######## parking_gate_scheduler ########
parking_gate_scheduler, signal wires on met1:
Cells faint in the background.
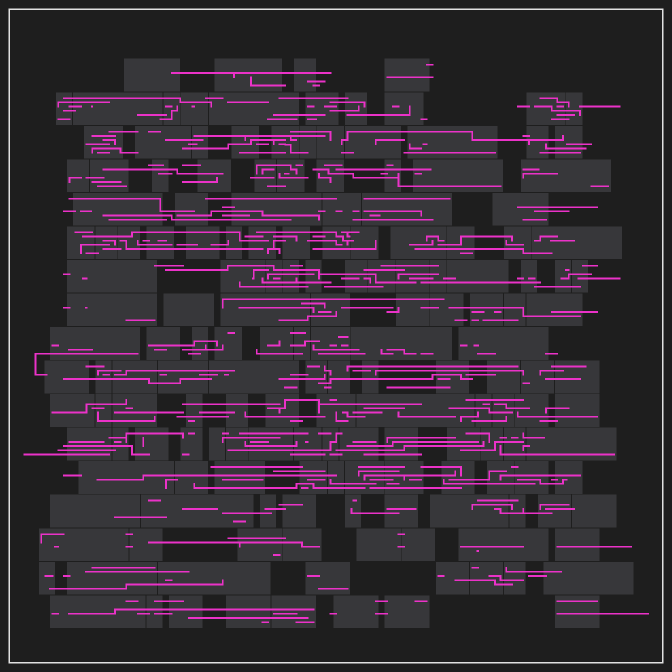
parking_gate_scheduler, metal 2:
The bar under the picture is 20 microns long.
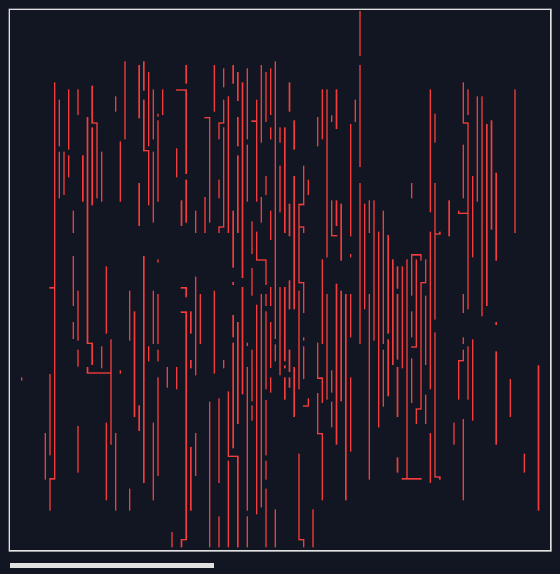
File: config.mk
export PLATFORM = sky130hd
export DESIGN_NAME = parking_gate_scheduler
export DESIGN_NICKNAME = d
export VERILOG_FILES = /design/src/rtl/parking_gate_scheduler_pkg.sv /design/src/rtl/parking_gate_scheduler_slot_allocator.sv /design/src/rtl/parking_gate_scheduler.sv
export SDC_FILE = /design/constraint.sdc
export NUM_CORES = 1
export LEC_CHECK = 0
export ABC_CLOCK_PERIOD_IN_PS = 2170
export CAP_MARGIN = 5
export CORE_MARGIN = 2
export CORE_UTILIZATION = 51
export DETAILED_ROUTE_END_ITERATION = 10
export PLACE_DENSITY = 0.77
export SLEW_MARGIN = 20
export SYNTH_ARGS = -nofsm -noshare
export SYNTH_HDL_FRONTEND = slang
export SYNTH_HIERARCHICAL = 1
export SYNTH_SLANG_ARGS = --single-unit
export TNS_END_PERCENT = 10
File: constraint.sdc
create_clock -name clk -period 2.17 [get_ports clk]
set_clock_uncertainty 0.05 [all_clocks]
set_input_delay 0.434 -clock clk [delete_from_list [all_inputs] [get_ports clk]]
set_output_delay 0.434 -clock clk [all_outputs]
set_load 0.01 [all_outputs]
File: src/rtl/parking_gate_scheduler_pkg.sv
// Shared types and constants for the parking gate scheduler.
// The state type, slot count and default barrier open time live here.
package parking_pkg;

  localparam int NUM_SLOTS       = 4;
  localparam int OPEN_CYCLES_DEF = 8;
  localparam int CNT_W           = 8;

  typedef enum logic [1:0] {
    IDLE     = 2'd0,
    OPEN_IN  = 2'd1,
    OPEN_OUT = 2'd2,
    CLOSE    = 2'd3
  } gate_state_e;

  function automatic logic [2:0] occupiedCount(input logic [3:0] occ);
    occupiedCount = {2'b00, occ[0]} + {2'b00, occ[1]} + {2'b00, occ[2]} + {2'b00, occ[3]};
  endfunction

endpackage

File: src/rtl/parking_gate_scheduler_slot_allocator.sv
// Priority encoder returning the lowest-index free slot of a 4-slot lot.
// valid_o is low when every slot is occupied.
module slot_allocator (
  input  logic [3:0] occupancy_i,
  output logic [1:0] index_o,
  output logic       valid_o
);

  // Scan from the top down so the last hit, i.e. the lowest free index, wins.
  always_comb begin
    index_o = 2'd0;
    valid_o = 1'b0;
    for (int i = 3; i >= 0; i--) begin
      if (!occupancy_i[i]) begin
        index_o = 2'(i);
        valid_o = 1'b1;
      end
    end
  end

endmodule

File: src/rtl/parking_gate_scheduler.sv
// Single-barrier parking lot controller: arbitrates entry/exit requests,
// tracks slot occupancy and times the shared gate.
module parking_gate_scheduler #(
  parameter int NUM_SLOTS   = parking_pkg::NUM_SLOTS,
  parameter int OPEN_CYCLES = parking_pkg::OPEN_CYCLES_DEF
) (
  input  logic       clk,
  input  logic       rst_n,
  input  logic       entry_req,
  input  logic       exit_req,
  input  logic [1:0] exit_slot,
  output logic       entry_ack,
  output logic       entry_reject,
  output logic       exit_ack,
  output logic       exit_err,
  output logic [1:0] assigned_slot,
  output logic       gate_open,
  output logic [3:0] parking_slots,
  output logic [2:0] capacity,
  output logic       full_light
);

  import parking_pkg::*;

  localparam logic [CNT_W-1:0] CNT_LOAD = CNT_W'(OPEN_CYCLES - 1);

  gate_state_e      state_q, state_d;
  logic [3:0]       slots_q, slots_d;
  logic [1:0]       assigned_q, assigned_d;
  logic             gate_q, gate_d;
  logic [CNT_W-1:0] cnt_q, cnt_d;
  logic             exitNext_q, exitNext_d;
  logic             entryAck_q, entryAck_d;
  logic             entryReject_q, entryReject_d;
  logic             exitAck_q, exitAck_d;
  logic             exitErr_q, exitErr_d;

  logic [1:0] allocIdx;
  logic       allocValid;
  logic       serveExit;

  slot_allocator u_slot_allocator (
    .occupancy_i (slots_q),
    .index_o     (allocIdx),
    .valid_o     (allocValid)
  );

  always_ff @(posedge clk) begin
    if (!rst_n) begin
      state_q       <= IDLE;
      slots_q       <= '0;
      assigned_q    <= '0;
      gate_q        <= 1'b0;
      cnt_q         <= '0;
      exitNext_q    <= 1'b1;
      entryAck_q    <= 1'b0;
      entryReject_q <= 1'b0;
      exitAck_q     <= 1'b0;
      exitErr_q     <= 1'b0;
    end else begin
      state_q       <= state_d;
      slots_q       <= slots_d;
      assigned_q    <= assigned_d;
      gate_q        <= gate_d;
      cnt_q         <= cnt_d;
      exitNext_q    <= exitNext_d;
      entryAck_q    <= entryAck_d;
      entryReject_q <= entryReject_d;
      exitAck_q     <= exitAck_d;
      exitErr_q     <= exitErr_d;
    end
  end

  // The ack cycle itself keeps the gate shut; the counter only runs once
  // gate_q is high, so the barrier stays open for exactly OPEN_CYCLES cycles.
  always_comb begin
    state_d       = state_q;
    slots_d       = slots_q;
    assigned_d    = assigned_q;
    gate_d        = 1'b0;
    cnt_d         = cnt_q;
    exitNext_d    = exitNext_q;
    entryAck_d    = 1'b0;
    entryReject_d = 1'b0;
    exitAck_d     = 1'b0;
    exitErr_d     = 1'b0;
    serveExit     = 1'b0;

    unique case (state_q)
      IDLE: begin
        serveExit = exit_req && (!entry_req || exitNext_q);
        if (serveExit) begin
          if (slots_q[exit_slot]) begin
            exitAck_d            = 1'b1;
            slots_d[exit_slot]   = 1'b0;
            cnt_d                = CNT_LOAD;
            exitNext_d           = 1'b0;
            state_d              = OPEN_OUT;
          end else begin
            exitErr_d = 1'b1;
          end
        end else if (entry_req) begin
          if (allocValid) begin
            entryAck_d        = 1'b1;
            slots_d[allocIdx] = 1'b1;
            assigned_d        = allocIdx;
            cnt_d             = CNT_LOAD;
            exitNext_d        = 1'b1;
            state_d           = OPEN_IN;
          end else begin
            entryReject_d = 1'b1;
          end
        end
      end
      OPEN_IN, OPEN_OUT: begin
        gate_d = 1'b1;
        if (gate_q) begin
          if (cnt_q == '0) begin
            gate_d  = 1'b0;
            state_d = CLOSE;
          end else begin
            cnt_d = cnt_q - 1'b1;
          end
        end
      end
      CLOSE: begin
        state_d = IDLE;
      end
      default: begin
        state_d = IDLE;
      end
    endcase
  end

  assign entry_ack     = entryAck_q;
  assign entry_reject  = entryReject_q;
  assign exit_ack      = exitAck_q;
  assign exit_err      = exitErr_q;
  assign assigned_slot = assigned_q;
  assign gate_open     = gate_q;
  assign parking_slots = slots_q;
  assign capacity      = 3'(NUM_SLOTS) - occupiedCount(slots_q);
  assign full_light    = &slots_q;

endmodule

==> results.py <==
# Metrics from the implementation run
metrics = {
    "status": {
        "status": "finished, violations left",
        "violations": "negative setup slack",
    },
    "clocking": {
        "root_buffer": "clkbuf_4",
        "post_cts_resized": 19,
        "hold_buffers": 0,
        "clockBufferDepth": 2,
        "cts_buffers": 3,
    },
    "synth": {
        "compound_area_share_pct": 22.3,
        "synthTopLogicFamily": "simple AND/OR/NAND/NOR gates",
        "ys_seq_share_pct": 36.1,
        "ys_sh_simple_pct": 25.7,
        "async_flop_share_pct": 0,
        "ys_area_sq_mm": 0.00122,
        "ys_ff": 22,
        "edf_count": 0,
        "avgSynthCellArea_sq_um": 8.96,
        "syn_inst": 136,
        "flop_cell": "dfxtp_1",
        "ys_cells": 136,
    },
    "final_timing": {
        "final.setup.worst_slack_ns": -0.0764,
        "tns_ns": -0.0764,
        "finalSetupViolations": 1,
        "worst_slew_pin_slew_ns": 0.579,
    },
    "cells_and_area": {
        "flop-count": 22,
        "largest_cell_class": "logic gates",
        "nonClkBufAreaFrac_pct": 19.2,
        "seq_area_share_pct": 27.5,
        "nNonClkBuffers": 34,
        "n_clock_buffer": 4,
        "area_delta_synth_final_pct": 32.3,
        "seqCellArea_sq_um": 443,
    },
    "global_routing": {
        "grt_pass1_wl_microns": 4860,
        "grt_pass1_vias": 1079,
        "met2_usage_pct": 42.1,
        "grt_max_degree": 15,
        "use_met1_pct": 28.6,
    },
    "min_path": {
        "hold_start": "state_q[0]$_SDFFE_PN0P_",
    },
    "drt": {
        "drt-wirelength-per-cell_microns": 15.0,
        "wl_met3_microns": 156,
        "totalWireLength_microns": 2960,
        "dr_total_vias": 1130,
        "dr_wl_met2_microns": 1510,
    },
    "power_and_ir_drop": {
        "power_uw": 1770,
        "p_per_area_mw_per_mm2": 1100,
        "leakagePower_uw": 0.000629,
    },
    "critical_path": {
        "r2r_slack_ns": 0.21,
        "cp.required_ns": 1.69,
        "rr_endpoint": "cnt_q[4]$_SDFFE_PN0P_",
        "reg2reg_depth": 7,
        "crit_end": "capacity[1]",
    },
    "floorplanning": {
        "die_area_sq_mm": 0.00280,
        "fp_util_pct": 54.6,
        "rows": 17,
        "io_pins": 21,
    },
    "placement": {
        "portBuffers": 20,
    },
}
About 'signal wires on met1' of parking_gate_scheduler:
share of all routed wire: 42%
nets with wire on the layer: 166

About 'metal 2' of parking_gate_scheduler:
longest straight run: 38.8 microns
share of all routed wire: 51%

==> layout by cell type, fill, tap and decap left out, drive strengths merged, types with 2 or more instances in the layout <==
cell type	instances
a21oi	7
nand2b	8
buf	17
nor4	2
a311oi	3
nand4	2
and3	2
o311ai	2
clkdlybuf4s50	17
o21ai	3
clkbuf	4
inv	9
o31ai	2
a31oi	3
and4	2
mux2i	2
o41ai	3
nor2	10
nor3b	4
nor3	4
ha	6
nand2	12
nand3	6
o211ai	2
a21boi	4
dfxtp	22
==> power breakdown <==
part	total (uW)	internal (uW)	switching [uW]
logic	964	443	522
registers	573	491	81.5
clock network	229	103	127

######## present_key_scheduler ########
--- config.mk ---
export PLATFORM = sky130hd
export DESIGN_NAME = present_key_scheduler
export DESIGN_NICKNAME = d
export VERILOG_FILES = /design/src/rtl/present_key_scheduler.sv
export SDC_FILE = /design/constraint.sdc
export NUM_CORES = 1
export LEC_CHECK = 0
export CORE_MARGIN = 10
export CORE_UTILIZATION = 30
export DETAILED_ROUTE_END_ITERATION = 12
export PLACE_DENSITY = 0.54
export SLEW_MARGIN = 20
export SYNTH_ARGS = -nofsm -noshare
export SYNTH_HDL_FRONTEND = slang
export SYNTH_SLANG_ARGS = --single-unit
export TNS_END_PERCENT = 100
--- constraint.sdc ---
create_clock -name i_clk -period 3.81 [get_ports i_clk]
set_clock_uncertainty 0.15 [all_clocks]
set_input_delay 0.5715 -clock i_clk [delete_from_list [all_inputs] [get_ports i_clk]]
set_output_delay 0.5715 -clock i_clk [all_outputs]
set_load 0.02 [all_outputs]
--- src/rtl/present_key_scheduler.sv ---
// PRESENT-80 key schedule sequencer: loads an 80-bit user key, then streams
// round keys K1..K32 with their round index over a valid/ready handshake.
module present_key_scheduler #(
    parameter int unsigned KEY_W  = 80,
    parameter int unsigned RK_W   = 64,
    parameter int unsigned NUM_RK = 32
) (
    input  logic                      i_clk,
    input  logic                      i_rst_n,
    input  logic [KEY_W-1:0]          i_key_in,
    input  logic                      i_key_valid,
    output logic                      o_key_ready,
    output logic [RK_W-1:0]           o_rk_data,
    output logic [$clog2(NUM_RK)-1:0] o_rk_round,
    output logic                      o_rk_valid,
    input  logic                      i_rk_ready,
    output logic                      o_busy,
    output logic                      o_done
);

    localparam int unsigned RND_W = $clog2(NUM_RK);
    localparam logic [RND_W-1:0] LAST_RND = RND_W'(NUM_RK - 1);

    typedef enum logic [1:0] {StIdle, StRun, StDone} state_e;

    state_e             r_state;
    logic [KEY_W-1:0]   r_key;
    logic [RND_W-1:0]   r_rnd;

    state_e             w_state_d;
    logic [KEY_W-1:0]   w_key_d;
    logic [RND_W-1:0]   w_rnd_d;
    logic               w_hs_rk;

    // PRESENT 4-bit S-box.
    function automatic logic [3:0] sbox(input logic [3:0] x);
        logic [3:0] y;
        unique case (x)
            4'h0: y = 4'hc;
            4'h1: y = 4'h5;
            4'h2: y = 4'h6;
            4'h3: y = 4'hb;
            4'h4: y = 4'h9;
            4'h5: y = 4'h0;
            4'h6: y = 4'ha;
            4'h7: y = 4'hd;
            4'h8: y = 4'h3;
            4'h9: y = 4'he;
            4'ha: y = 4'hf;
            4'hb: y = 4'h8;
            4'hc: y = 4'h4;
            4'hd: y = 4'h7;
            4'he: y = 4'h1;
            default: y = 4'h2;
        endcase
        return y;
    endfunction

    // One key-register update step: rotate left 61, S-box top nibble, xor round counter.
    function automatic logic [79:0] key_update(input logic [79:0] k, input logic [4:0] r);
        logic [79:0] t;
        t          = {k[18:0], k[79:19]};
        t[79:76]   = sbox(t[79:76]);
        t[19:15]   = t[19:15] ^ r;
        return t;
    endfunction

    // Outputs are forced inactive while reset is held so nothing leaks mid-abort.
    always_comb begin
        o_key_ready = i_rst_n && (r_state == StIdle);
        o_rk_valid  = i_rst_n && (r_state == StRun);
        o_busy      = i_rst_n && (r_state == StRun);
        o_done      = i_rst_n && (r_state == StDone);
        o_rk_data   = r_key[KEY_W-1 -: RK_W];
        o_rk_round  = r_rnd;
    end

    assign w_hs_rk = o_rk_valid && i_rk_ready;

    // Next-state, key register and round counter updates.
    always_comb begin
        w_state_d = r_state;
        w_key_d   = r_key;
        w_rnd_d   = r_rnd;
        unique case (r_state)
            StIdle: begin
                if (i_key_valid) begin
                    w_key_d   = i_key_in;
                    w_rnd_d   = RND_W'(1);
                    w_state_d = StRun;
                end
            end
            StRun: begin
                if (w_hs_rk) begin
                    if (r_rnd == '0) begin
                        // K32 just consumed.
                        w_state_d = StDone;
                    end else begin
                        w_key_d = key_update(r_key, r_rnd);
                        // Round 31 wraps to 0, which marks K32.
                        w_rnd_d = (r_rnd == LAST_RND) ? '0 : r_rnd + RND_W'(1);
                    end
                end
            end
            default: w_state_d = StIdle;
        endcase
    end

    // State registers with synchronous active-low reset.
    always_ff @(posedge i_clk) begin
        if (!i_rst_n) begin
            r_state <= StIdle;
            r_key   <= '0;
            r_rnd   <= RND_W'(1);
        end else begin
            r_state <= w_state_d;
            r_key   <= w_key_d;
            r_rnd   <= w_rnd_d;
        end
    end

endmodule

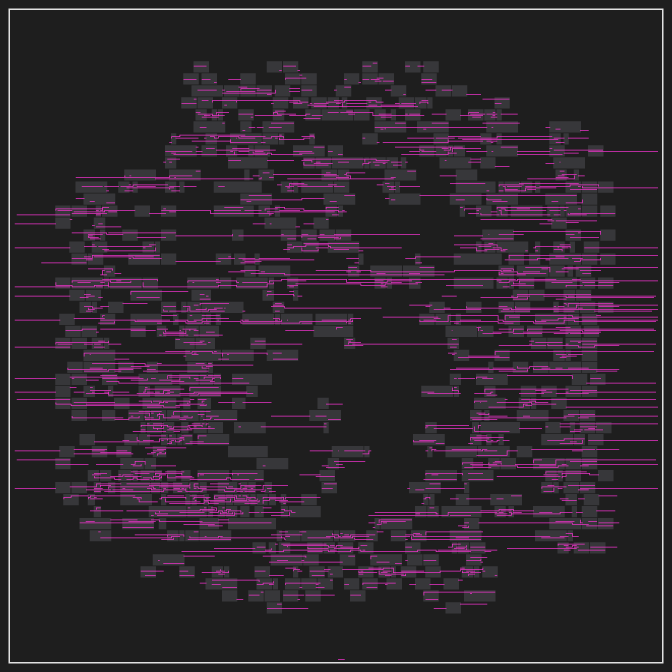
present_key_scheduler: signal wires on met1
Cells faint in the background.
nets with wire on the layer: 627
main direction: horizontal
share of all routed wire: 43%
wire length on this layer: 6520 microns

==> results.py <==
# Metrics from the implementation run
metrics = {
    "cells_and_area": {
        "fin_nets": 681,
        "area_delta_synth_final_pct": 32.8,
        "final_layout_size_suffix_gt1_share_pct": 7.91,
        "antenna_cells": 0,
        "layout_top_cells": "clkdlybuf4s50_1 (156), dfxtp_1 (91), nor2_1 (77), mux2i_1 (76), a211oi_1 (75)",
    },
    "synth": {
        "ys_area_sq_mm": 0.00488,
        "fa_ha_area_share_pct": 2.05,
        "ys_ff": 91,
        "synth_top_area_share_pct": 37.4,
        "yosys.area.top_type": "dfxtp_1",
        "avgSynthCellArea_sq_um": 9.43,
        "edf_count": 0,
        "synthTopLogicFamily": "multiplexers",
    },
    "global_routing": {
        "grt.total_usage_pct": 13.7,
        "met2_usage_pct": 24.0,
    },
    "power_and_ir_drop": {
        "power_uw": 2850,
        "p_per_area_mw_per_mm2": 440,
    },
    "status": {
        "status": "completed",
    },
    "final_timing": {
        "worst_slew_pin_slew_ns": 0.669,
        "final.setup.worst_slack_ns": 0.749,
        "rsz0062_at_grt": "no",
    },
    "drt": {
        "highest_layer": "met4",
        "dr.pass1.iters": 4,
        "viasPerCell": 4.71,
    },
    "floorplanning": {
        "io_pins": 157,
        "die_area_sq_mm": 0.0218,
        "die_w_microns": 147,
        "fp_util_pct": 30.7,
        "rows": 46,
    },
    "clocking": {
        "cts_buffers": 9,
        "cts.htree.levels": 3,
        "hold_buffers": 0,
        "cts_tree": "built",
    },
    "critical_path": {
        "critPathKind": "register to output port",
        "worst-path-buf-inv": 1,
        "reg2reg_depth": 9,
        "crit_end": "o_busy",
        "r2r-start": "o_rk_round[0]$_SDFFE_PN1N_",
        "endpoint_kind": "output port",
    },
    "placement": {
        "dp_cells": 794,
        "place_ws_ns": 0.468,
        "dp_hpwl_microns": 11400,
    },
    "run": {
        "drv_cap": 0,
    },
}
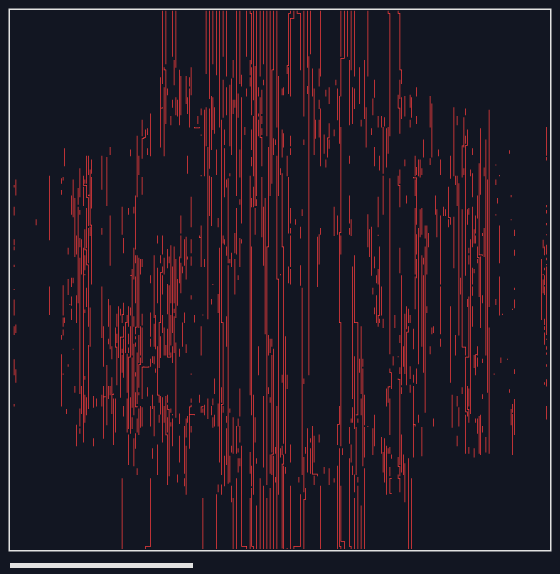
present_key_scheduler: metal 2
The bar under the picture is 50 microns long.
wire length on this layer: 7540 microns
share of all routed wire: 50%
via count: 3817
DRT Wirelength: 15100 microns

-- area by class of cell --
type                            instances  area [sq um]  share of cell area [%]
Clock buffer                           10           239                    3.69
Clock inverter                          6           113                    1.74
Inverter                               10          37.5                   0.580
Multi-Input combinational cell        314          2370                    36.6
Sequential cell                        91          1820                    28.1
Tap cell                              216           270                    4.17
Timing Repair Buffer                  163          1630                    25.1
-- where the power goes --
part	internal [uW]	total [uW]	switching, uW
logic	336	675	339
clock network	660	1040	384
registers	1040	1130	85.0
total	2040	2850	807
-- state kept, by name, indices dropped and copies added (netlist names), named ones only --
name and cells:
r_state 2, o_rk_round 5, r_key 80


==> gallery <==
Met3 routing.
(a)
The bar under the picture is 20 microns long.
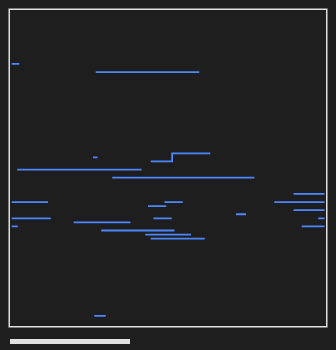
(b)
The bar under the picture is 50 microns long.
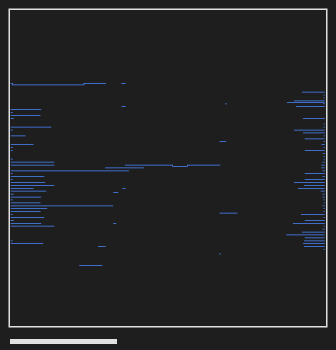
parking_gate_scheduler -> (a)
present_key_scheduler -> (b)
Of these, largest die: (b)

Power is estimated from default activity; no workload was simulated.
